######## design 1 ########
### Cell placement, design 1

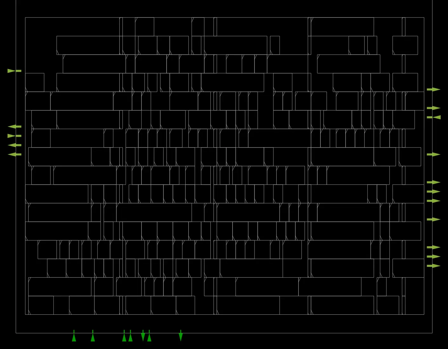

<file path="config.mk">
export PLATFORM = sky130hd
export DESIGN_NAME = parking_spot_allocator
export DESIGN_NICKNAME = d
export VERILOG_FILES = /design/src/rtl/parking_spot_allocator_pkg.sv /design/src/rtl/parking_spot_allocator_lowest_free_finder.sv /design/src/rtl/parking_spot_allocator.sv
export SDC_FILE = /design/constraint.sdc
export NUM_CORES = 1
export LEC_CHECK = 0
export ABC_AREA = 1
export CAP_MARGIN = 40
export CORE_ASPECT_RATIO = 0.8
export CORE_UTILIZATION = 53
export DETAILED_ROUTE_END_ITERATION = 10
export PLACE_DENSITY = 0.9
export SLEW_MARGIN = 20
export SYNTH_ARGS = -nofsm -noshare
export SYNTH_HDL_FRONTEND = slang
export SYNTH_SLANG_ARGS = --single-unit
</file>
<file path="constraint.sdc">
create_clock -name clk -period 1.8 [get_ports clk]
set_input_delay 0.27 -clock clk [delete_from_list [all_inputs] [get_ports clk]]
set_output_delay 0.27 -clock clk [all_outputs]
set_load 0.05 [all_outputs]
</file>
<file path="src/rtl/parking_spot_allocator_pkg.sv">
// Shared sizing, state encoding and helpers for the parking spot allocator.
package parking_spot_allocator_pkg;

    localparam int N_SPOTS = 8;
    localparam int IDX_W   = 3;
    localparam int TIMEOUT = 16;
    localparam int TMR_W   = $clog2(TIMEOUT);

    typedef enum logic {
        ST_IDLE     = 1'b0,
        ST_RESERVED = 1'b1
    } state_e;

    function automatic logic [N_SPOTS-1:0] onehot(input logic [IDX_W-1:0] idx);
        logic [N_SPOTS-1:0] v;
        v      = '0;
        v[idx] = 1'b1;
        return v;
    endfunction

endpackage

</file>
<file path="src/rtl/parking_spot_allocator_lowest_free_finder.sv">
// Combinational priority encoder: index of the lowest set bit of free_mask.
module parking_spot_allocator_lowest_free_finder
    import parking_spot_allocator_pkg::*;
(
    input  logic [N_SPOTS-1:0] free_mask,
    output logic [IDX_W-1:0]   idx,
    output logic               any_free
);

    always_comb begin
        idx      = '0;
        any_free = |free_mask;
        for (int i = N_SPOTS - 1; i >= 0; i--) begin
            if (free_mask[i]) begin
                idx = IDX_W'(i);
            end
        end
    end

endmodule

</file>
<file path="src/rtl/parking_spot_allocator.sv">
// Occupancy bitmap owner: grants lowest free spot, holds one reservation with
// timeout, and frees spots on exit events.
//
//   state       | meaning
//   ST_IDLE     | no reservation in flight; entry_req may be granted
//   ST_RESERVED | spot resv_idx held for a car, waiting for park_confirm or timeout
module parking_spot_allocator
    import parking_spot_allocator_pkg::*;
(
    input  logic               clk,
    input  logic               rst_n,
    input  logic               entry_req,
    output logic               entry_ack,
    output logic [IDX_W-1:0]   spot_idx,
    input  logic               park_confirm,
    input  logic               exit_valid,
    input  logic [IDX_W-1:0]   exit_idx,
    output logic [N_SPOTS-1:0] occupancy,
    output logic               full,
    output logic               timeout_pulse,
    output logic               err_pulse
);

    state_e             state_q, state_d;
    logic [N_SPOTS-1:0] parked_q, parked_d;
    logic [IDX_W-1:0]   resv_idx_q, resv_idx_d;
    logic [TMR_W-1:0]   timer_q, timer_d;
    logic [N_SPOTS-1:0] occupancy_q, occupancy_d;
    logic               full_q, full_d;
    logic               entry_ack_q, entry_ack_d;
    logic               timeout_q, timeout_d;
    logic               err_q, err_d;

    logic [IDX_W-1:0]   free_idx;
    logic               free_any;
    logic               exit_in_range;

    // Allocation looks at the registered bitmap, so a spot freed this cycle waits a cycle.
    parking_spot_allocator_lowest_free_finder u_finder (
        .free_mask (~occupancy_q),
        .idx       (free_idx),
        .any_free  (free_any)
    );

    assign exit_in_range = 32'(exit_idx) < N_SPOTS;

    always_comb begin
        state_d     = state_q;
        parked_d    = parked_q;
        resv_idx_d  = resv_idx_q;
        timer_d     = timer_q;
        entry_ack_d = 1'b0;
        timeout_d   = 1'b0;
        err_d       = 1'b0;

        // The reserved spot is not in parked_q, so exiting it is flagged too.
        if (exit_valid) begin
            if (exit_in_range && parked_q[exit_idx]) begin
                parked_d[exit_idx] = 1'b0;
            end else begin
                err_d = 1'b1;
            end
        end

        case (state_q)
            ST_IDLE: begin
                if (entry_req && !full_q && free_any) begin
                    state_d     = ST_RESERVED;
                    resv_idx_d  = free_idx;
                    entry_ack_d = 1'b1;
                    timer_d     = TMR_W'(TIMEOUT - 1);
                end
            end
            ST_RESERVED: begin
                if (park_confirm) begin
                    parked_d[resv_idx_q] = 1'b1;
                    state_d              = ST_IDLE;
                end else if (timer_q == '0) begin
                    timeout_d = 1'b1;
                    state_d   = ST_IDLE;
                end else begin
                    timer_d = timer_q - 1'b1;
                end
            end
            default: state_d = ST_IDLE;
        endcase

        occupancy_d = parked_d | ((state_d == ST_RESERVED) ? onehot(resv_idx_d) : '0);
        full_d      = &occupancy_d;
    end

    always_ff @(posedge clk or negedge rst_n) begin
        if (!rst_n) begin
            state_q     <= ST_IDLE;
            parked_q    <= '0;
            resv_idx_q  <= '0;
            timer_q     <= '0;
            occupancy_q <= '0;
            full_q      <= 1'b0;
            entry_ack_q <= 1'b0;
            timeout_q   <= 1'b0;
            err_q       <= 1'b0;
        end else begin
            state_q     <= state_d;
            parked_q    <= parked_d;
            resv_idx_q  <= resv_idx_d;
            timer_q     <= timer_d;
            occupancy_q <= occupancy_d;
            full_q      <= full_d;
            entry_ack_q <= entry_ack_d;
            timeout_q   <= timeout_d;
            err_q       <= err_d;
        end
    end

    assign entry_ack     = entry_ack_q;
    assign spot_idx      = resv_idx_q;
    assign occupancy     = occupancy_q;
    assign full          = full_q;
    assign timeout_pulse = timeout_q;
    assign err_pulse     = err_q;

endmodule
</file>
######## design 2 ########
**config.mk**
```make
export PLATFORM = sky130hd
export DESIGN_NAME = symbol_strobe_sched
export DESIGN_NICKNAME = d
export VERILOG_FILES = /design/src/rtl/symbol_strobe_sched.sv
export SDC_FILE = /design/constraint.sdc
export NUM_CORES = 1
export LEC_CHECK = 0
export ABC_AREA = 0
export CORE_MARGIN = 2
export CORE_UTILIZATION = 42
export CTS_CLUSTER_DIAMETER = 30
export DETAILED_ROUTE_END_ITERATION = 8
export PLACE_DENSITY_LB_ADDON = 0.25
export SYNTH_ARGS = -nofsm -noshare
export SYNTH_HDL_FRONTEND = slang
export SYNTH_SLANG_ARGS = --single-unit
export TNS_END_PERCENT = 10
```
**constraint.sdc**
```tcl
create_clock -name i_clk -period 2.6 [get_ports i_clk]
set_clock_uncertainty 0.15 [all_clocks]
set_input_delay 0.52 -clock i_clk [delete_from_list [all_inputs] [get_ports i_clk]]
set_output_delay 0.52 -clock i_clk [all_outputs]
set_load 0.02 [all_outputs]
```
**src/rtl/symbol_strobe_sched.sv**
```systemverilog
// symbol_strobe_sched
//   Runtime-programmable strobe scheduler for the BPSK TX path. Emits a one-cycle
//   sample enable every cfg_div clocks (minimum 2) and a symbol enable on every
//   SPS-th sample. One bit per symbol is pulled from upstream through a one-bit
//   prefetch buffer, and exactly frame_len symbols are run per accepted start.
//   The strobes are enables for logic clocked by i_clk, never clocks themselves.
//
// Ports
//   i_clk      system clock
//   rst        synchronous reset, active-high
//   start      frame request, accepted only in IDLE with frame_len != 0
//   cfg_div    sample period in clocks, latched on accepted start (<2 acts as 2)
//   frame_len  symbols per frame, latched on accepted start
//   s_bit      upstream data bit
//   s_valid    upstream bit valid
//   s_ready    bit accepted when s_valid & s_ready
//   o_smp_stb  one-cycle sample enable
//   o_sym_stb  one-cycle symbol enable, only ever high together with o_smp_stb
//   o_bit      current symbol bit, new value visible in the o_sym_stb cycle
//   busy       high while a frame is being primed or run (including done cycle)
//   done       one-cycle pulse at frame end
//   underrun   sticky, a symbol started with the buffer empty
module symbol_strobe_sched #(
    parameter int DIV_W = 16,
    parameter int LEN_W = 12,
    parameter int SPS   = 8
) (
    input  logic             i_clk,
    input  logic             rst,
    input  logic             start,
    input  logic [DIV_W-1:0] cfg_div,
    input  logic [LEN_W-1:0] frame_len,
    input  logic             s_bit,
    input  logic             s_valid,
    output logic             s_ready,
    output logic             o_smp_stb,
    output logic             o_sym_stb,
    output logic             o_bit,
    output logic             busy,
    output logic             done,
    output logic             underrun
);

    localparam int              KW     = (SPS > 1) ? $clog2(SPS) : 1;
    localparam logic [KW-1:0]   K_LAST = KW'(SPS - 1);

    typedef enum logic [1:0] {
        IDLE  = 2'd0,
        PRIME = 2'd1,
        RUN   = 2'd2
    } state_t;

    state_t           r_state;
    logic [DIV_W-1:0] r_div_m1;    // latched sample period minus one
    logic [LEN_W-1:0] r_len;
    logic [DIV_W-1:0] r_cnt;       // clock count within a sample period
    logic [KW-1:0]    r_k;         // sample index within a symbol
    logic [LEN_W-1:0] r_nsym;      // symbols started so far
    logic [LEN_W-1:0] r_fetched;   // bits taken from upstream this frame
    logic             r_buf;
    logic             r_buf_full;
    logic             r_bit;
    logic             r_und;

    logic w_busy;
    logic w_due;
    logic w_sym_due;
    logic w_end;
    logic w_sym;
    logic w_ready;
    logic w_take;
    logic w_sym_bit;

    assign w_busy    = (r_state != IDLE);
    assign w_due     = (r_state == RUN) && (r_cnt == '0);
    assign w_sym_due = w_due && (r_k == '0);
    // The strobe that would start symbol len is the frame-end slot instead.
    assign w_end     = w_sym_due && (r_nsym == r_len);
    assign w_sym     = w_sym_due && !w_end;
    assign w_ready   = w_busy && !r_buf_full && (r_fetched < r_len);
    assign w_take    = w_ready && s_valid;
    // An empty buffer yields 0; no late bit is ever substituted.
    assign w_sym_bit = r_buf_full & r_buf;

    assign s_ready   = w_ready;
    assign o_smp_stb = w_due && !w_end;
    assign o_sym_stb = w_sym;
    assign o_bit     = w_sym ? w_sym_bit : r_bit;
    assign busy      = w_busy;
    assign done      = w_end;
    // Show the underrun in the very symbol cycle it occurs, then hold it.
    assign underrun  = r_und || (w_sym && !r_buf_full);

    always_ff @(posedge i_clk) begin
        if (rst) begin
            r_state    <= IDLE;
            r_div_m1   <= '0;
            r_len      <= '0;
            r_cnt      <= '0;
            r_k        <= '0;
            r_nsym     <= '0;
            r_fetched  <= '0;
            r_buf      <= 1'b0;
            r_buf_full <= 1'b0;
            r_bit      <= 1'b0;
            r_und      <= 1'b0;
        end else begin
            if (w_take) begin
                r_buf      <= s_bit;
                r_buf_full <= 1'b1;
                r_fetched  <= r_fetched + 1'b1;
            end

            case (r_state)
                IDLE: begin
                    if (start && (frame_len != '0)) begin
                        r_state    <= PRIME;
                        r_div_m1   <= (cfg_div < DIV_W'(2)) ? DIV_W'(1) : (cfg_div - 1'b1);
                        r_len      <= frame_len;
                        r_und      <= 1'b0;
                        r_fetched  <= '0;
                        r_buf_full <= 1'b0;
                        r_cnt      <= '0;
                        r_k        <= '0;
                        r_nsym     <= '0;
                    end
                end

                PRIME: begin
                    if (r_buf_full) begin
                        r_state <= RUN;
                    end
                end

                RUN: begin
                    r_cnt <= (r_cnt == r_div_m1) ? '0 : (r_cnt + 1'b1);
                    if (w_end) begin
                        // Drop anything fetched after an underrun so the next
                        // frame never starts with a stale bit.
                        r_state    <= IDLE;
                        r_bit      <= 1'b0;
                        r_buf_full <= 1'b0;
                    end else if (w_due) begin
                        r_k <= (r_k == K_LAST) ? '0 : (r_k + 1'b1);
                        if (r_k == '0) begin
                            r_nsym     <= r_nsym + 1'b1;
                            r_bit      <= w_sym_bit;
                            r_buf_full <= 1'b0;
                            if (!r_buf_full) begin
                                r_und <= 1'b1;
                            end
                        end
                    end
                end

                default: r_state <= IDLE;
            endcase
        end
    end

endmodule
```
######## design 3 ########
**src/rtl/convolution_procesor_acc.sv**
```systemverilog
// Sequential signed accumulator for convolution tap products with a valid/ready input handshake.
// Optional macro CONV_ACC_SATURATE_EN: clamp the accumulator on overflow instead of wrapping.
module convolution_procesor_acc #(
    parameter int DATA_WIDTH_IN = 16,
    parameter int DATA_WIDTH_O  = 22,
    parameter int LEN_WIDTH     = 5
) (
    input  logic                     clk,
    input  logic                     rst_n,
    input  logic                     start_i,
    input  logic [LEN_WIDTH-1:0]     len_i,
    input  logic [DATA_WIDTH_IN-1:0] data_i,
    input  logic                     valid_i,
    output logic                     ready_o,
    output logic [DATA_WIDTH_O-1:0]  result_o,
    output logic                     done_o,
    output logic                     busy_o,
    output logic                     ovf_o
);

    if (DATA_WIDTH_O < DATA_WIDTH_IN) begin : g_width_check
        $error("DATA_WIDTH_O must be >= DATA_WIDTH_IN");
    end

    typedef enum logic [1:0] {
        IDLE = 2'd0,
        ACC  = 2'd1,
        DONE = 2'd2
    } state_t;

    state_t                    state_r;
    state_t                    state_s;
    logic [DATA_WIDTH_O-1:0]   acc_r;
    logic [DATA_WIDTH_O-1:0]   result_r;
    logic [LEN_WIDTH-1:0]      cnt_r;
    logic                      ovf_r;
    logic                      ready_r;
    logic                      busy_r;
    logic                      done_r;
    logic [DATA_WIDTH_O-1:0]   data_ext_s;
    logic [DATA_WIDTH_O-1:0]   sum_s;
    logic [DATA_WIDTH_O-1:0]   acc_next_s;
    logic                      ovf_add_s;
    logic                      accept_s;
    logic                      last_s;

    // Signed overflow: equal operand signs yielding a sum of the opposite sign.
    function automatic logic add_overflow(input logic a_msb, input logic b_msb, input logic s_msb);
        return (a_msb == b_msb) && (s_msb != a_msb);
    endfunction

    // Sign-extended add with overflow detection and optional clamping.
    always_comb begin
        data_ext_s = DATA_WIDTH_O'($signed(data_i));
        sum_s      = acc_r + data_ext_s;
        ovf_add_s  = add_overflow(acc_r[DATA_WIDTH_O-1], data_ext_s[DATA_WIDTH_O-1],
                                  sum_s[DATA_WIDTH_O-1]);
`ifdef CONV_ACC_SATURATE_EN
        if (ovf_add_s) begin
            // Overflow direction follows the accumulator sign.
            acc_next_s = acc_r[DATA_WIDTH_O-1] ? {1'b1, {(DATA_WIDTH_O-1){1'b0}}}
                                               : {1'b0, {(DATA_WIDTH_O-1){1'b1}}};
        end else begin
            acc_next_s = sum_s;
        end
`else
        acc_next_s = sum_s;
`endif
    end

    assign accept_s = valid_i && ready_r;
    assign last_s   = (cnt_r == LEN_WIDTH'(1));

    // Next-state logic.
    always_comb begin
        state_s = state_r;
        case (state_r)
            IDLE: begin
                if (start_i) begin
                    state_s = (len_i == {LEN_WIDTH{1'b0}}) ? DONE : ACC;
                end else begin
                    state_s = IDLE;
                end
            end
            ACC: begin
                if (accept_s && last_s) begin
                    state_s = DONE;
                end else begin
                    state_s = ACC;
                end
            end
            DONE:    state_s = IDLE;
            default: state_s = IDLE;
        endcase
    end

    // State register with handshake/status flags registered from the next state.
    always_ff @(posedge clk) begin
        if (!rst_n) begin
            state_r <= IDLE;
            ready_r <= 1'b0;
            busy_r  <= 1'b0;
            done_r  <= 1'b0;
        end else begin
            state_r <= state_s;
            ready_r <= (state_s == ACC);
            busy_r  <= (state_s != IDLE);
            done_r  <= (state_s == DONE);
        end
    end

    // Accumulator, term counter, result and sticky overflow.
    always_ff @(posedge clk) begin
        if (!rst_n) begin
            acc_r    <= {DATA_WIDTH_O{1'b0}};
            result_r <= {DATA_WIDTH_O{1'b0}};
            cnt_r    <= {LEN_WIDTH{1'b0}};
            ovf_r    <= 1'b0;
        end else begin
            case (state_r)
                IDLE: begin
                    if (start_i) begin
                        acc_r <= {DATA_WIDTH_O{1'b0}};
                        cnt_r <= len_i;
                        ovf_r <= 1'b0;
                        if (len_i == {LEN_WIDTH{1'b0}}) begin
                            result_r <= {DATA_WIDTH_O{1'b0}};
                        end
                    end
                end
                ACC: begin
                    if (accept_s) begin
                        acc_r <= acc_next_s;
                        cnt_r <= cnt_r - LEN_WIDTH'(1);
                        if (ovf_add_s) begin
                            ovf_r <= 1'b1;
                        end
                        if (last_s) begin
                            result_r <= acc_next_s;
                        end
                    end
                end
                default: begin
                    acc_r <= acc_r;
                end
            endcase
        end
    end

    assign ready_o  = ready_r;
    assign busy_o   = busy_r;
    assign done_o   = done_r;
    assign result_o = result_r;
    assign ovf_o    = ovf_r;

endmodule
```
**config.mk**
```make
export PLATFORM = sky130hd
export DESIGN_NAME = convolution_procesor_acc
export DESIGN_NICKNAME = d
export VERILOG_FILES = /design/src/rtl/convolution_procesor_acc.sv
export SDC_FILE = /design/constraint.sdc
export NUM_CORES = 1
export LEC_CHECK = 0
export ABC_AREA = 1
export CORE_ASPECT_RATIO = 0.9
export CORE_MARGIN = 8
export CORE_UTILIZATION = 54
export CTS_CLUSTER_SIZE = 8
export DETAILED_ROUTE_END_ITERATION = 8
export PLACE_DENSITY_LB_ADDON = 0.08
export SYNTH_ARGS = -nofsm -noshare
export SYNTH_HDL_FRONTEND = slang
export SYNTH_SLANG_ARGS = --single-unit
```
**constraint.sdc**
```tcl
create_clock -name clk -period 2.95 [get_ports clk]
set_input_delay 0.7375 -clock clk [delete_from_list [all_inputs] [get_ports clk]]
set_output_delay 0.7375 -clock clk [all_outputs]
set_load 0.02 [all_outputs]
```
######## design 4 ########
`src/rtl/pcie_pkg.sv`:
```
// Shared PCIe TLP definitions: fmt/type codes, header field positions, DW byte swap.
// Latency: n/a (constants and pure functions only).
// Backpressure: n/a.
package pcie_pkg;

   // DW0[31:24] fmt/type codes handled by the receive path
   localparam logic [7:0] MRD32 = 8'h00;
   localparam logic [7:0] MRD64 = 8'h20;
   localparam logic [7:0] MWR32 = 8'h40;
   localparam logic [7:0] MWR64 = 8'h60;
   localparam logic [7:0] CPLD  = 8'h4A;

   // Header field positions within their DW
   localparam int TYPE_HI  = 31;   // DW0 fmt/type
   localparam int TYPE_LO  = 24;
   localparam int EP_BIT   = 14;   // DW0 poisoned
   localparam int LEN_HI   = 9;    // DW0 length in DW
   localparam int LEN_LO   = 0;
   localparam int STAT_HI  = 15;   // completion DW1 status
   localparam int STAT_LO  = 13;
   localparam int BC_LO    = 0;    // completion DW1 byte count (low 10 bits used)
   localparam int TAG_HI   = 15;   // request DW1 / completion DW2 tag
   localparam int TAG_LO   = 8;
   localparam int LADDR_HI = 6;    // lower address bits
   localparam int LADDR_LO = 0;

   // Reverse byte order of one DW (TLP big-endian payload <-> little-endian fabric)
   function automatic logic [31:0] es(input logic [31:0] d);
      return {d[7:0], d[15:8], d[23:16], d[31:24]};
   endfunction

   function automatic logic is_known(input logic [7:0] t);
      return (t == MRD32) || (t == MRD64) || (t == MWR32) || (t == MWR64) || (t == CPLD);
   endfunction

endpackage

```
`src/rtl/pcie_rx.sv`:
```
// pcie_rx: parses the 64-bit AXI RX TLP stream into register write/read strobes and
//   realigned, byte-swapped completion qwords for the block's own 512-byte reads.
// Latency: every output is registered, one clock after the beat that completes it.
// Backpressure: none; rx_tready is 0 only while reset is asserted.
// Ports: clock/reset (async active-high); rx_t* stream in; wr_* write strobe,
//   rd_* read request (+ completion DW2), cpl_* completion data with tag and qword index.
// Option: define PCIE_RX_CPL_STATUS_EN to check completion status/EP, drop failing
//   completions and pulse cpl_error; without it status and EP are ignored.
module pcie_rx
   import pcie_pkg::*;
#(
   parameter int ADDR_BITS = 10
) (
   input  logic                 clock,
   input  logic                 reset,
   input  logic [63:0]          rx_tdata,
   input  logic                 rx_tvalid,
   input  logic                 rx_tlast,
   output logic                 rx_tready,
   output logic                 wr_valid,
   output logic [ADDR_BITS-1:0] wr_addr,
   output logic [31:0]          wr_data,
   output logic                 rd_valid,
   output logic [ADDR_BITS-1:0] rd_addr,
   output logic [31:0]          rd_dw2,
   output logic                 cpl_valid,
   output logic [63:0]          cpl_data,
   output logic [7:0]           cpl_tag,
`ifdef PCIE_RX_CPL_STATUS_EN
   output logic                 cpl_error,
`endif
   output logic [5:0]           cpl_index
);

   localparam logic [2:0] S_IDLE    = 3'd0;
   localparam logic [2:0] S_HDR     = 3'd1;
   localparam logic [2:0] S_DATA4   = 3'd2;
   localparam logic [2:0] S_CDATA   = 3'd3;
   localparam logic [2:0] S_DISCARD = 3'd4;

   logic [2:0]           state_q, state_d;
   logic [7:0]           type_q, type_d;
   logic [9:0]           len_q, len_d;
   logic [31:0]          dw1_q, dw1_d;
   logic [31:0]          held_q, held_d;      // payload DW carried into the next qword
   logic [5:0]           idx_q, idx_d;        // index of the next completion qword
   logic [ADDR_BITS-1:0] addr64_q, addr64_d;  // MWr64 address waiting for its payload beat

   logic                 wr_valid_q, wr_valid_d;
   logic [ADDR_BITS-1:0] wr_addr_q, wr_addr_d;
   logic [31:0]          wr_data_q, wr_data_d;
   logic                 rd_valid_q, rd_valid_d;
   logic [ADDR_BITS-1:0] rd_addr_q, rd_addr_d;
   logic [31:0]          rd_dw2_q, rd_dw2_d;
   logic                 cpl_valid_q, cpl_valid_d;
   logic [63:0]          cpl_data_q, cpl_data_d;
   logic [7:0]           cpl_tag_q, cpl_tag_d;
   logic [5:0]           cpl_index_q, cpl_index_d;

`ifdef PCIE_RX_CPL_STATUS_EN
   logic                 ep_q, ep_d;
   logic                 err_q, err_d;
`endif

   // Remaining byte count tells where in the 512-byte request this completion starts;
   // only bits [8:3] form the qword index.
   logic [9:0] cpl_start;
   logic       unused_cpl_start;
   assign cpl_start        = 10'h200 - dw1_q[BC_LO+9:BC_LO];
   assign unused_cpl_start = ^{cpl_start[9], cpl_start[2:0]};

   always_comb begin
      state_d     = state_q;
      type_d      = type_q;
      len_d       = len_q;
      dw1_d       = dw1_q;
      held_d      = held_q;
      idx_d       = idx_q;
      addr64_d    = addr64_q;
      wr_valid_d  = 1'b0;
      wr_addr_d   = wr_addr_q;
      wr_data_d   = wr_data_q;
      rd_valid_d  = 1'b0;
      rd_addr_d   = rd_addr_q;
      rd_dw2_d    = rd_dw2_q;
      cpl_valid_d = 1'b0;
      cpl_data_d  = cpl_data_q;
      cpl_tag_d   = cpl_tag_q;
      cpl_index_d = cpl_index_q;
`ifdef PCIE_RX_CPL_STATUS_EN
      ep_d        = ep_q;
      err_d       = 1'b0;
`endif

      if (rx_tvalid) begin
         case (state_q)
            S_IDLE: begin
               type_d = rx_tdata[TYPE_HI:TYPE_LO];
               len_d  = rx_tdata[LEN_HI:LEN_LO];
               dw1_d  = rx_tdata[63:32];
`ifdef PCIE_RX_CPL_STATUS_EN
               ep_d   = rx_tdata[EP_BIT];
`endif
               if (rx_tlast)
                  state_d = S_IDLE;
               else if (is_known(rx_tdata[TYPE_HI:TYPE_LO]))
                  state_d = S_HDR;
               else
                  state_d = S_DISCARD;
            end

            S_HDR: begin
               // Anything that does not continue below drops the rest of the TLP.
               state_d = rx_tlast ? S_IDLE : S_DISCARD;
               case (type_q)
                  MWR32: begin
                     if (len_q == 10'd1) begin
                        wr_valid_d = 1'b1;
                        wr_addr_d  = rx_tdata[ADDR_BITS+1:2];
                        wr_data_d  = es(rx_tdata[63:32]);
                     end
                  end
                  MRD32: begin
                     if (len_q == 10'd1) begin
                        rd_valid_d = 1'b1;
                        rd_addr_d  = rx_tdata[ADDR_BITS+1:2];
                        rd_dw2_d   = {dw1_q[31:8], 1'b0, rx_tdata[LADDR_HI:LADDR_LO]};
                     end
                  end
                  MRD64: begin
                     if (len_q == 10'd1) begin
                        rd_valid_d = 1'b1;
                        rd_addr_d  = rx_tdata[32+ADDR_BITS+1:34];
                        rd_dw2_d   = {dw1_q[31:8], 1'b0, rx_tdata[32+LADDR_HI:32+LADDR_LO]};
                     end
                  end
                  MWR64: begin
                     if (len_q == 10'd1 && !rx_tlast) begin
                        addr64_d = rx_tdata[32+ADDR_BITS+1:34];
                        state_d  = S_DATA4;
                     end
                  end
                  CPLD: begin
                     cpl_tag_d = rx_tdata[TAG_HI:TAG_LO];
                     idx_d     = cpl_start[8:3];
                     held_d    = rx_tdata[63:32];
`ifdef PCIE_RX_CPL_STATUS_EN
                     if (ep_q || (dw1_q[STAT_HI:STAT_LO] != 3'd0))
                        err_d = 1'b1;
                     else if (!rx_tlast)
                        state_d = S_CDATA;
`else
                     if (!rx_tlast)
                        state_d = S_CDATA;
`endif
                  end
                  default: ;
               endcase
            end

            S_DATA4: begin
               wr_valid_d = 1'b1;
               wr_addr_d  = addr64_q;
               wr_data_d  = es(rx_tdata[31:0]);
               state_d    = rx_tlast ? S_IDLE : S_DISCARD;
            end

            S_CDATA: begin
               // Header leaves payload one DW out of qword alignment; pair held DW
               // with this beat's lower DW.
               cpl_valid_d = 1'b1;
               cpl_data_d  = {es(rx_tdata[31:0]), es(held_q)};
               cpl_index_d = idx_q;
               idx_d       = idx_q + 6'd1;
               held_d      = rx_tdata[63:32];
               if (rx_tlast)
                  state_d = S_IDLE;
            end

            S_DISCARD: begin
               if (rx_tlast)
                  state_d = S_IDLE;
            end

            default: state_d = S_IDLE;
         endcase
      end
   end

   always_ff @(posedge clock or posedge reset) begin
      if (reset) begin
         state_q     <= S_IDLE;
         type_q      <= 8'd0;
         len_q       <= 10'd0;
         dw1_q       <= 32'd0;
         held_q      <= 32'd0;
         idx_q       <= 6'd0;
         addr64_q    <= '0;
         wr_valid_q  <= 1'b0;
         wr_addr_q   <= '0;
         wr_data_q   <= 32'd0;
         rd_valid_q  <= 1'b0;
         rd_addr_q   <= '0;
         rd_dw2_q    <= 32'd0;
         cpl_valid_q <= 1'b0;
         cpl_data_q  <= 64'd0;
         cpl_tag_q   <= 8'd0;
         cpl_index_q <= 6'd0;
`ifdef PCIE_RX_CPL_STATUS_EN
         ep_q        <= 1'b0;
         err_q       <= 1'b0;
`endif
      end else begin
         state_q     <= state_d;
         type_q      <= type_d;
         len_q       <= len_d;
         dw1_q       <= dw1_d;
         held_q      <= held_d;
         idx_q       <= idx_d;
         addr64_q    <= addr64_d;
         wr_valid_q  <= wr_valid_d;
         wr_addr_q   <= wr_addr_d;
         wr_data_q   <= wr_data_d;
         rd_valid_q  <= rd_valid_d;
         rd_addr_q   <= rd_addr_d;
         rd_dw2_q    <= rd_dw2_d;
         cpl_valid_q <= cpl_valid_d;
         cpl_data_q  <= cpl_data_d;
         cpl_tag_q   <= cpl_tag_d;
         cpl_index_q <= cpl_index_d;
`ifdef PCIE_RX_CPL_STATUS_EN
         ep_q        <= ep_d;
         err_q       <= err_d;
`endif
      end
   end

   assign rx_tready = ~reset;
   assign wr_valid  = wr_valid_q;
   assign wr_addr   = wr_addr_q;
   assign wr_data   = wr_data_q;
   assign rd_valid  = rd_valid_q;
   assign rd_addr   = rd_addr_q;
   assign rd_dw2    = rd_dw2_q;
   assign cpl_valid = cpl_valid_q;
   assign cpl_data  = cpl_data_q;
   assign cpl_tag   = cpl_tag_q;
   assign cpl_index = cpl_index_q;
`ifdef PCIE_RX_CPL_STATUS_EN
   assign cpl_error = err_q;
`endif

endmodule

```
`config.mk`:
```
export PLATFORM = sky130hd
export DESIGN_NAME = pcie_rx
export DESIGN_NICKNAME = d
export VERILOG_FILES = /design/src/rtl/pcie_pkg.sv /design/src/rtl/pcie_rx.sv
export SDC_FILE = /design/constraint.sdc
export NUM_CORES = 1
export LEC_CHECK = 0
export ABC_AREA = 1
export CAP_MARGIN = 20
export CORE_ASPECT_RATIO = 1.4
export CORE_MARGIN = 2
export CORE_UTILIZATION = 55
export DETAILED_ROUTE_END_ITERATION = 16
export PLACE_DENSITY_LB_ADDON = 0.25
export REMOVE_ABC_BUFFERS = 1
export SLEW_MARGIN = 15
export SYNTH_ARGS = -nofsm -noshare
export SYNTH_HDL_FRONTEND = slang
export SYNTH_SLANG_ARGS = --single-unit
```
`constraint.sdc`:
```
create_clock -name clock -period 28.1 [get_ports clock]
set_input_delay 7.025 -clock clock [delete_from_list [all_inputs] [get_ports clock]]
set_output_delay 7.025 -clock clock [all_outputs]
set_load 0.005 [all_outputs]
```
### Register map, names as in the netlist, design 3

Bar = 20 um. Other sequential cells in the stronger gray, the rest of the logic in the fainter gray.
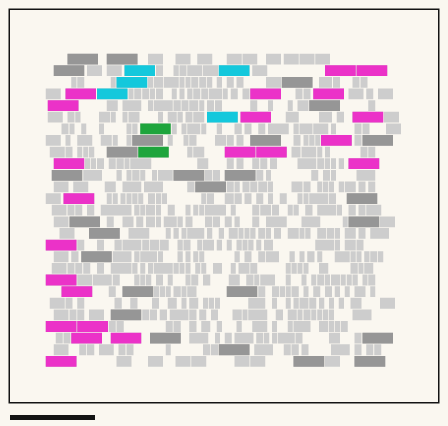
magenta -> result_o  # sequential cells 22, where all over the die
cyan -> cnt_r  # sequential cells 5
green -> state_r  # sequential cells 2
not colored = 26
Seq group: 0.816 mW
utilization after layout: 67.3%
register fraction of the total cell area: 26.6%
sequential cell area: 0.00110 mm2

==> results_dict.tcl, design 3 <==
# metrics dict for downstream scripts
set metrics [dict create \
    whs_path_depth 2 \
    yosysMostFrequentCell "nand2_1" \
    fin_crit_sh_pct 89.6 \
    cpPeakStageDelay_ps 460 \
    ios 51 \
    status "complete, no violations" \
    tap_cells 87 \
    ys.warnings.count 0 \
    peakVddDrop_uv 300 \
    die_y_um 91.7 \
    clkbuf_count 7 \
    area_leaders "dfxtp_1 32%, nand2_1 11%, a21oi_1 9.7%" \
    crit_type "in2reg" \
    powerDensity_mw_per_mm2 445 \
    cts_buffer_depth 2 \
    critPathLaunchType "input port" \
    final_cell_mix "101 x nand2_1, 67 x a21oi_1, 63 x o21ai_0" \
    synth.avg_cell_area_um2 6.82 \
    yosys.stat.seqShare_pct 32.0 \
    setup_ws_ps 308 \
    signal_buffers 60 \
    finalHoldViolCount 0 \
    antennaDiodeCount 0 \
    grt.busiest_layer "met2" \
]
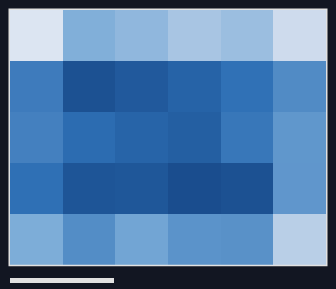
*Cell area per tile, design 1*
Bar = 20 um. 6 x 5 tiles, from white (low) to dark blue (high), 0 to 100% covered.
tiles over 75% full = 33%
mean over tiles = 63%
densest ninth of the die = middle
total core area: 0.00254 mm2
fp_density: 58.1%

About 'Cell placement' of design 1:
Cell Rows: 16
registers: 28
Fillers: 199
register fraction of the total cell area: 36.4%

==> results_dict.tcl, design 1 <==
# metrics dict for downstream scripts
set metrics [dict create \
    pg_comb_mw 1.57 \
    crit_buf_inv 1 \
    pg_seq_mw 1.02 \
    total_power_mw 3.00 \
    fin_crit_sh_pct 97.3 \
    place_inst 270 \
    die-area_mm2 0.00300 \
    worstSetupEndpointType "primary output" \
    drive_gt1_share_pct 20.5 \
    path_depth 1 \
    layout.cells.non_filler 275 \
    syn_inst 196 \
    cp.required_ps 1530 \
    nets 249 \
    status "complete, no violations" \
    clk_pin_slew_worst_paths_ps 140 \
    comb_share_pct 32.7 \
    track_usage_pct 24.9 \
    post-dp-hpwl_mm 2.56 \
    ant_nets 0 \
    grt_pass1_vias 1225 \
    htree_levels 1 \
    nonClkBufAreaFrac_pct 18.0 \
    antennaDiodeCount 0 \
    nNonClkInverters 40 \
]
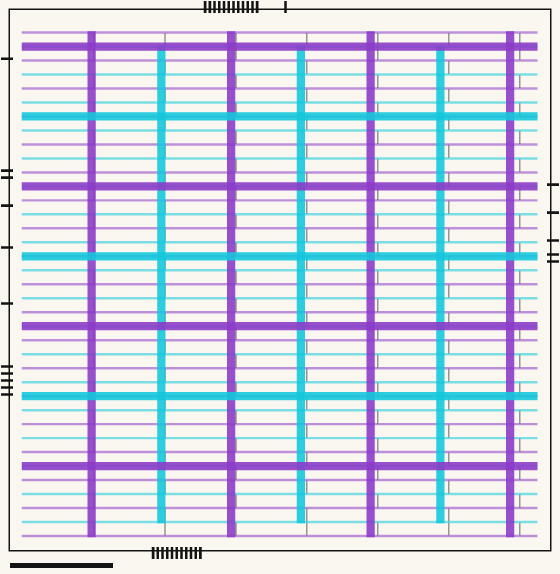
*Supply network, design 2*
Bar = 20 um. Pins as bars on the die edge. Tap cells in gray.
cyan -> VDD
purple -> VSS
tap cells = 133
met1 rails = 37
Die X: 105 um
die height: 105 um
IR drop worst, VDD: 286 uV
total core area: 0.00982 mm2

### Register map, names as in the netlist, design 2

Bar = 20 um. Other sequential cells in the stronger gray, the rest of the logic in the fainter gray.
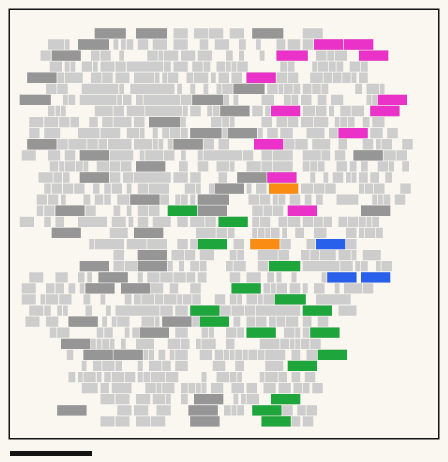
blue -> r_k  # sequential cells 3
magenta -> r_nsym  # sequential cells 12
green -> r_cnt  # sequential cells 16
orange -> r_state  # sequential cells 2
not colored = 44
sequential cell area: 0.00156 mm2
Seq group: 1.24 mW
utilization after layout: 61.0%
register fraction of the total cell area: 26.0%

==> results_dict.tcl, design 2 <==
# metrics dict for downstream scripts
set metrics [dict create \
    violations "setup timing" \
    top_area_cell_class "combinational gates" \
    ys_async_sr_fraction_pct 0 \
    fin_hold_ws_ps 326 \
    finalHoldViolCount 0 \
    status "complete, but fails checks" \
    top_area_share_pct 36.0 \
    final_area_mm2 0.00599 \
    clk_pin_slew_worst_paths_ps 80 \
    setup_viol 1 \
    setup_ws_ps -27.7 \
    critical_path_peak_fanout 2 \
    cts_buffer_depth 2 \
    synth.avg_cell_area_um2 7.98 \
    met2_length_mm 5.52 \
    flop-count 77 \
    cts_root_buf "clkbuf_8" \
    p_int_mw 2.18 \
]
### Cell placement, design 4

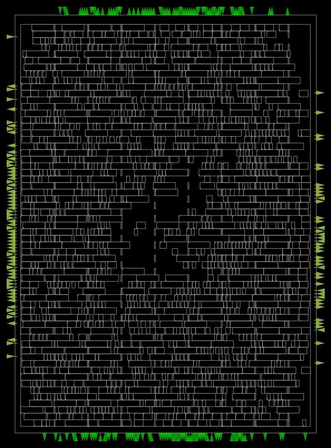
Fillers: 1492
fin cells: 1765
Tap Count: 252

### Supply network, design 4

Bar = 20 um. Pins as bars on the die edge. Tap cells in gray.
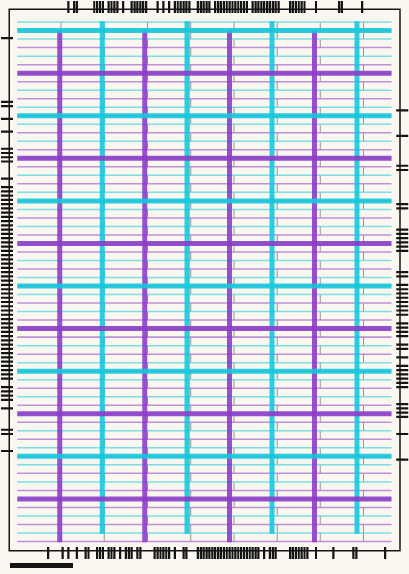
purple -> VSS
cyan -> VDD
rows = 61
signal pins = 234
met1 rails = 62
met5 straps = 12
tap cells = 252
Die X: 124 um
IR drop worst, VDD: 49.3 uV
total core area: 0.0198 mm2
die height: 172 um

==> results_dict.tcl, design 4 <==
# metrics dict for downstream scripts
set metrics [dict create \
    grt_pass1_vias 9253 \
    cts_resized 0 \
    numPortBuffers 232 \
    clk_share_pct 5.33 \
    drive_gt1_share_pct 6.15 \
    finalCriticalPeriod_ps 15610 \
    met2_length_mm 14.6 \
    synth.avg_cell_area_um2 8.59 \
    seq_area_mm2 0.00651 \
    critPathLaunchType "input port" \
    max_freq_mhz 64.1 \
    status "complete, no violations" \
    top_area_cell_class "sequential cells" \
    timing.rr.end "wr_data[10]" \
    wl_met3_mm 1.84 \
]

==> gallery <==
Port wiring.
Bar = 20 um.
panel A
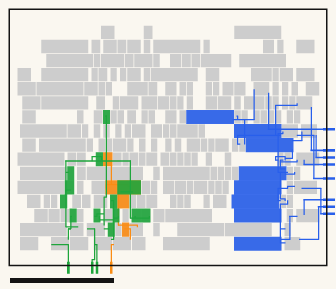
panel B
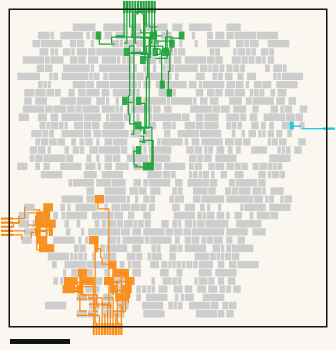
panel C
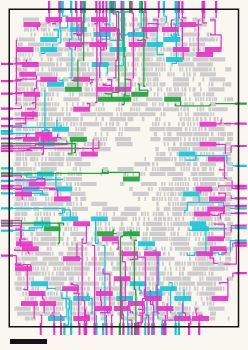
panel D
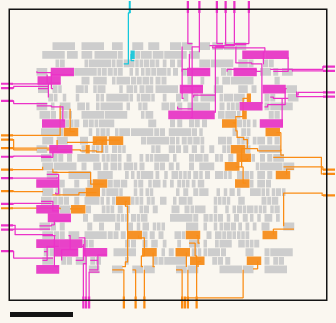
Panel C comes from design 4.
Panel B comes from design 2.
Panel D comes from design 3.
Panel A comes from design 1.


######## design 5 ########
==> src/rtl/serial_cmd_pkg.sv <==
// Shared opcodes, response codes and FSM state type for the serial command engine.
package serial_cmd_pkg;

    localparam int unsigned BYTE_W = 8;

    localparam logic [BYTE_W-1:0] OP_WRITE = 8'h57;
    localparam logic [BYTE_W-1:0] OP_READ  = 8'h52;
    localparam logic [BYTE_W-1:0] RSP_ACK  = 8'h4B;
    localparam logic [BYTE_W-1:0] RSP_ERR  = 8'h3F;

    typedef enum logic [2:0] {
        IDLE,
        ADDR,
        LEN,
        WDATA,
        WACK,
        RDATA,
        ERR
    } cmd_state_t;

endpackage

==> src/rtl/serial_cmd_if.sv <==
// RX/TX byte-stream pair between serial_interface (master) and the command engine (slave).
interface serial_cmd_if;
    import serial_cmd_pkg::*;

    logic [BYTE_W-1:0] rx_data;
    logic              rx_valid;
    logic              rx_ready;
    logic [BYTE_W-1:0] tx_data;
    logic              tx_valid;
    logic              tx_ready;

    modport master (
        output rx_data, rx_valid, tx_ready,
        input  rx_ready, tx_data, tx_valid
    );

    modport slave (
        input  rx_data, rx_valid, tx_ready,
        output rx_ready, tx_data, tx_valid
    );
endinterface

==> src/rtl/serial_cmd_ram.sv <==
// Byte RAM with one synchronous write port and one asynchronous read port; contents not reset.
module serial_cmd_ram
    import serial_cmd_pkg::*;
#(
    parameter int unsigned ADDR_W = 8
) (
    input  logic              clk,
    input  logic              we_i,
    input  logic [ADDR_W-1:0] waddr_i,
    input  logic [BYTE_W-1:0] wdata_i,
    input  logic [ADDR_W-1:0] raddr_i,
    output logic [BYTE_W-1:0] rdata_o
);

    localparam int unsigned DEPTH = 1 << ADDR_W;

    logic [BYTE_W-1:0] mem_q [DEPTH];

    always_ff @(posedge clk) begin
        if (we_i) begin
            mem_q[waddr_i] <= wdata_i;
        end
    end

    assign rdata_o = mem_q[raddr_i];

endmodule

==> src/rtl/serial_cmd_engine.sv <==
// Byte-stream command processor: 'W' addr len data.. -> 'K', 'R' addr len -> data.., else '?'.
module serial_cmd_engine
    import serial_cmd_pkg::*;
#(
    parameter int unsigned ADDR_W      = 8,
    parameter int unsigned TIMEOUT_CYC = 100_000_000
) (
    input  logic         clk,
    input  logic         nrst,
    serial_cmd_if.slave  bus
);

    localparam int unsigned TIMER_W = (TIMEOUT_CYC > 1) ? $clog2(TIMEOUT_CYC) : 1;
    localparam logic [TIMER_W-1:0] TIMER_LAST = TIMER_W'(TIMEOUT_CYC - 1);

    cmd_state_t          state_q, state_d;
    logic                op_read_q, op_read_d;
    logic [ADDR_W-1:0]   ptr_q, ptr_d;
    logic [BYTE_W-1:0]   cnt_q, cnt_d;
    logic [TIMER_W-1:0]  timer_q, timer_d;
    logic [BYTE_W-1:0]   tx_data_q, tx_data_d;
    logic                tx_valid_q, tx_valid_d;

    logic                rx_ready_c;
    logic                rx_fire_c;
    logic                tx_fire_c;
    logic                we_c;
    logic [ADDR_W-1:0]   rd_addr_c;
    logic [BYTE_W-1:0]   rd_data_c;
    logic                timed_state_c;

    // Accept bytes only in the receive states; held low while in reset.
    assign rx_ready_c = nrst && (state_q == IDLE || state_q == ADDR ||
                                 state_q == LEN  || state_q == WDATA);
    assign rx_fire_c  = bus.rx_valid && rx_ready_c;
    assign tx_fire_c  = tx_valid_q && bus.tx_ready;
    assign timed_state_c = (state_q == ADDR) || (state_q == LEN) || (state_q == WDATA);

    // RDATA prefetches the next byte so consecutive reads stream without a bubble.
    assign rd_addr_c = (state_q == RDATA) ? (ptr_q + ADDR_W'(1)) : ptr_q;

    assign bus.rx_ready = rx_ready_c;
    assign bus.tx_data  = tx_data_q;
    assign bus.tx_valid = tx_valid_q;

    serial_cmd_ram #(
        .ADDR_W (ADDR_W)
    ) u_ram (
        .clk     (clk),
        .we_i    (we_c),
        .waddr_i (ptr_q),
        .wdata_i (bus.rx_data),
        .raddr_i (rd_addr_c),
        .rdata_o (rd_data_c)
    );

    always_comb begin
        state_d    = state_q;
        op_read_d  = op_read_q;
        ptr_d      = ptr_q;
        cnt_d      = cnt_q;
        timer_d    = '0;
        tx_data_d  = tx_data_q;
        tx_valid_d = tx_valid_q;
        we_c       = 1'b0;

        unique case (state_q)
            IDLE: begin
                if (rx_fire_c) begin
                    if (bus.rx_data == OP_WRITE || bus.rx_data == OP_READ) begin
                        op_read_d = (bus.rx_data == OP_READ);
                        state_d   = ADDR;
                    end else begin
                        tx_data_d  = RSP_ERR;
                        tx_valid_d = 1'b1;
                        state_d    = ERR;
                    end
                end
            end
            ADDR: begin
                if (rx_fire_c) begin
                    ptr_d   = ADDR_W'(bus.rx_data);
                    state_d = LEN;
                end
            end
            LEN: begin
                if (rx_fire_c) begin
                    cnt_d = bus.rx_data;
                    if (op_read_q) begin
                        tx_data_d  = rd_data_c;
                        tx_valid_d = 1'b1;
                        state_d    = RDATA;
                    end else begin
                        state_d = WDATA;
                    end
                end
            end
            WDATA: begin
                if (rx_fire_c) begin
                    we_c  = 1'b1;
                    ptr_d = ptr_q + ADDR_W'(1);
                    cnt_d = cnt_q - BYTE_W'(1);
                    if (cnt_q == '0) begin
                        tx_data_d  = RSP_ACK;
                        tx_valid_d = 1'b1;
                        state_d    = WACK;
                    end
                end
            end
            WACK, ERR: begin
                if (tx_fire_c) begin
                    tx_valid_d = 1'b0;
                    state_d    = IDLE;
                end
            end
            RDATA: begin
                if (tx_fire_c) begin
                    if (cnt_q == '0) begin
                        tx_valid_d = 1'b0;
                        state_d    = IDLE;
                    end else begin
                        ptr_d     = ptr_q + ADDR_W'(1);
                        cnt_d     = cnt_q - BYTE_W'(1);
                        tx_data_d = rd_data_c;
                    end
                end
            end
            default: begin
                tx_valid_d = 1'b0;
                state_d    = IDLE;
            end
        endcase

        // Abandon a stalled command; bytes already written stay in RAM.
        if (timed_state_c && !rx_fire_c) begin
            if (timer_q == TIMER_LAST) begin
                state_d = IDLE;
            end else begin
                timer_d = timer_q + TIMER_W'(1);
            end
        end
    end

    always_ff @(posedge clk or negedge nrst) begin
        if (!nrst) begin
            state_q    <= IDLE;
            op_read_q  <= 1'b0;
            ptr_q      <= '0;
            cnt_q      <= '0;
            timer_q    <= '0;
            tx_data_q  <= '0;
            tx_valid_q <= 1'b0;
        end else begin
            state_q    <= state_d;
            op_read_q  <= op_read_d;
            ptr_q      <= ptr_d;
            cnt_q      <= cnt_d;
            timer_q    <= timer_d;
            tx_data_q  <= tx_data_d;
            tx_valid_q <= tx_valid_d;
        end
    end

endmodule

==> src/flat_wrapper.sv <==
// flat-port wrapper written by rule: the top's interface ports become plain ports
module serial_cmd_engine_flat import serial_cmd_pkg::*;
#(
    parameter int unsigned ADDR_W      = 8,
    parameter int unsigned TIMEOUT_CYC = 100_000_000
)
  (clk, nrst, bus_rx_data, bus_rx_valid, bus_tx_ready, bus_rx_ready, bus_tx_data, bus_tx_valid);
  serial_cmd_if bus_i ();
  input  logic clk;
  input  logic nrst;
  input wire logic [$bits(bus_i.rx_data)-1:0] bus_rx_data;
  input wire logic [$bits(bus_i.rx_valid)-1:0] bus_rx_valid;
  input wire logic [$bits(bus_i.tx_ready)-1:0] bus_tx_ready;
  output wire logic [$bits(bus_i.rx_ready)-1:0] bus_rx_ready;
  output wire logic [$bits(bus_i.tx_data)-1:0] bus_tx_data;
  output wire logic [$bits(bus_i.tx_valid)-1:0] bus_tx_valid;
  assign bus_i.rx_data = bus_rx_data;
  assign bus_i.rx_valid = bus_rx_valid;
  assign bus_i.tx_ready = bus_tx_ready;
  assign bus_rx_ready = bus_i.rx_ready;
  assign bus_tx_data = bus_i.tx_data;
  assign bus_tx_valid = bus_i.tx_valid;
  serial_cmd_engine #(.ADDR_W(ADDR_W), .TIMEOUT_CYC(TIMEOUT_CYC)) u_core (.clk(clk), .nrst(nrst), .bus(bus_i));
endmodule
==> config.mk <==
export PLATFORM = sky130hd
export DESIGN_NAME = serial_cmd_engine_flat
export DESIGN_NICKNAME = d
export VERILOG_FILES = /design/src/rtl/serial_cmd_pkg.sv /design/src/rtl/serial_cmd_if.sv /design/src/rtl/serial_cmd_ram.sv /design/src/rtl/serial_cmd_engine.sv /design/src/flat_wrapper.sv
export SDC_FILE = /design/constraint.sdc
export NUM_CORES = 2
export LEC_CHECK = 0
export CAP_MARGIN = 20
export CORE_UTILIZATION = 40
export DETAILED_ROUTE_END_ITERATION = 7
export PLACE_DENSITY_LB_ADDON = 0.12
export SYNTH_ARGS = -nofsm -noshare
export SYNTH_HDL_FRONTEND = slang
export SYNTH_SLANG_ARGS = --single-unit
==> constraint.sdc <==
create_clock -name clk -period 9.1 [get_ports clk]
set_clock_uncertainty 0.1 [all_clocks]
set_input_delay 1.365 -clock clk [delete_from_list [all_inputs] [get_ports clk]]
set_output_delay 1.365 -clock clk [all_outputs]
set_load 0.02 [all_outputs]
### Register map, names as in the netlist, design 5

Bar = 100 um. Other sequential cells in the stronger gray, the rest of the logic in the fainter gray.
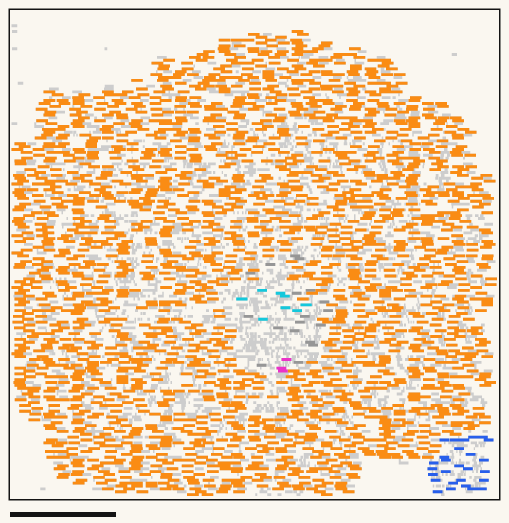
cyan -> u_core.ptr_q  # sequential cells 8, where middle
magenta -> u_core.state_q  # sequential cells 3
orange -> u_core.u_ram.mem_q  # sequential cells 2048, where all over the die
blue -> u_core.timer_q  # sequential cells 27, where bottom right
not colored = 18
utilization after layout: 45.4%
sequential cell area: 0.0629 mm2
Seq group: 10.6 mW

### Supply network, design 5

Bar = 100 um. Pins as bars on the die edge. Tap cells in gray.
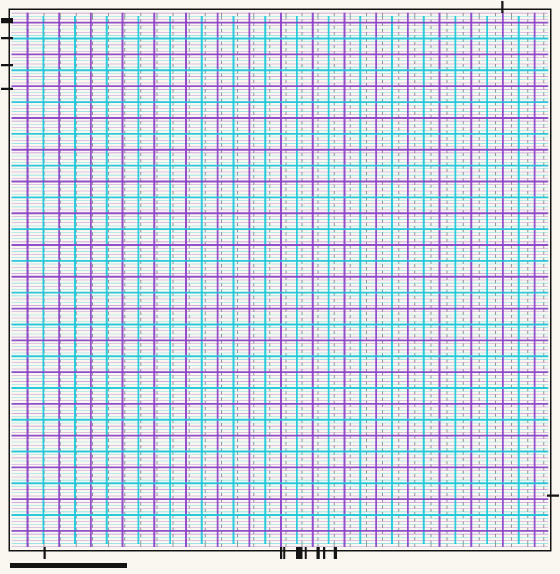
cyan -> VDD
purple -> VSS
rows = 168
met1 rails = 169
met4 straps = 33
IR drop worst, VDD: 204 uV
Die X: 462 um
die height: 462 um

==> results_dict.tcl <==
# metrics dict for downstream scripts
set metrics [dict create \
    largest_reg_flops 2048 \
    met2_length_mm 126 \
    ant_nets 0 \
    cts.sinks 2104 \
    signal_buffers 155 \
    path_depth 14 \
    ys_async_sr_fraction_pct 2.66 \
    numPortBuffers 21 \
    dr.first_iter.drc_count 6036 \
    wl_met3_mm 22.6 \
    finalCriticalPeriod_ps 6530 \
    crit_path_start "u_core.ptr_q[1]" \
    p_switching_mw 3.96 \
    slew_headroom_pct 17.1 \
    track_usage_pct 25.3 \
    grt_max_degree 122 \
    syn_nets 4598 \
    total_power_mw 19.4 \
    met3_usage_pct 5.34 \
    cp.required_ps 9700 \
    status "complete, no violations" \
    reg.largest.list "u_core.u_ram.mem_q: 2048 flops, u_core.timer_q: 27 flops" \
    final_area_mm2 0.0953 \
    cts_buffer_depth 3 \
    ff2ff_setup_slack_ps 2570 \
    rsz0062_at_grt "false" \
    powerDensity_mw_per_mm2 204 \
    finalHoldViolCount 0 \
    rows 168 \
    post-dp-hpwl_mm 169 \
    layout.cells.non_filler 7653 \
]


==> screenshots <==
Cell area per tile.
image #1
Bar = 20 um. 11 x 11 tiles, from white (low) to dark blue (high), 0 to 100% covered.
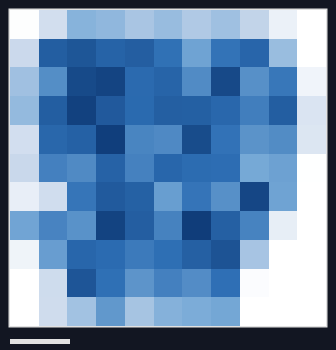
image #2
Bar = 20 um. 10 x 9 tiles, from white (low) to dark blue (high), 0 to 100% covered.
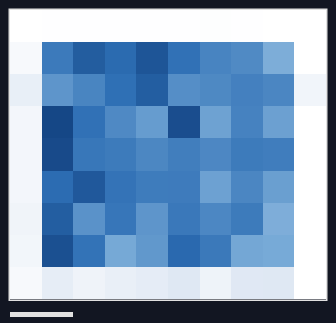
image #3
Bar = 20 um. 12 x 17 tiles, from white (low) to dark blue (high), 0 to 100% covered.
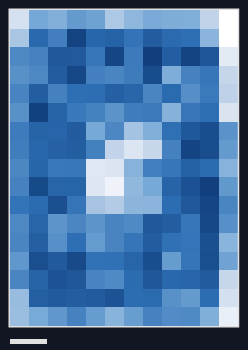
image #4
Bar = 100 um. 23 x 23 tiles, from white (low) to dark blue (high), 0 to 100% covered.
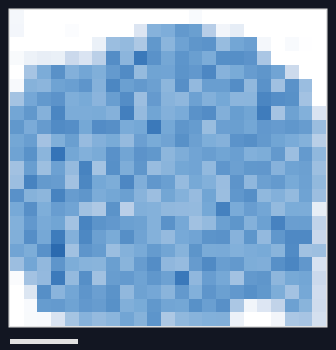
Image #2 is design 3.
Image #1 is design 2.
Image #3 is design 4.
Image #4 is design 5.
Of these, smallest die: image #2

Key to image #1:
nearly empty tiles = 13%
densest ninth of the die = middle
fullest tile = 95%
emptiest ninth of the die = bottom right
tiles over 75% full = 31%

No activity file was given, so power comes from the tool's default toggle rates.
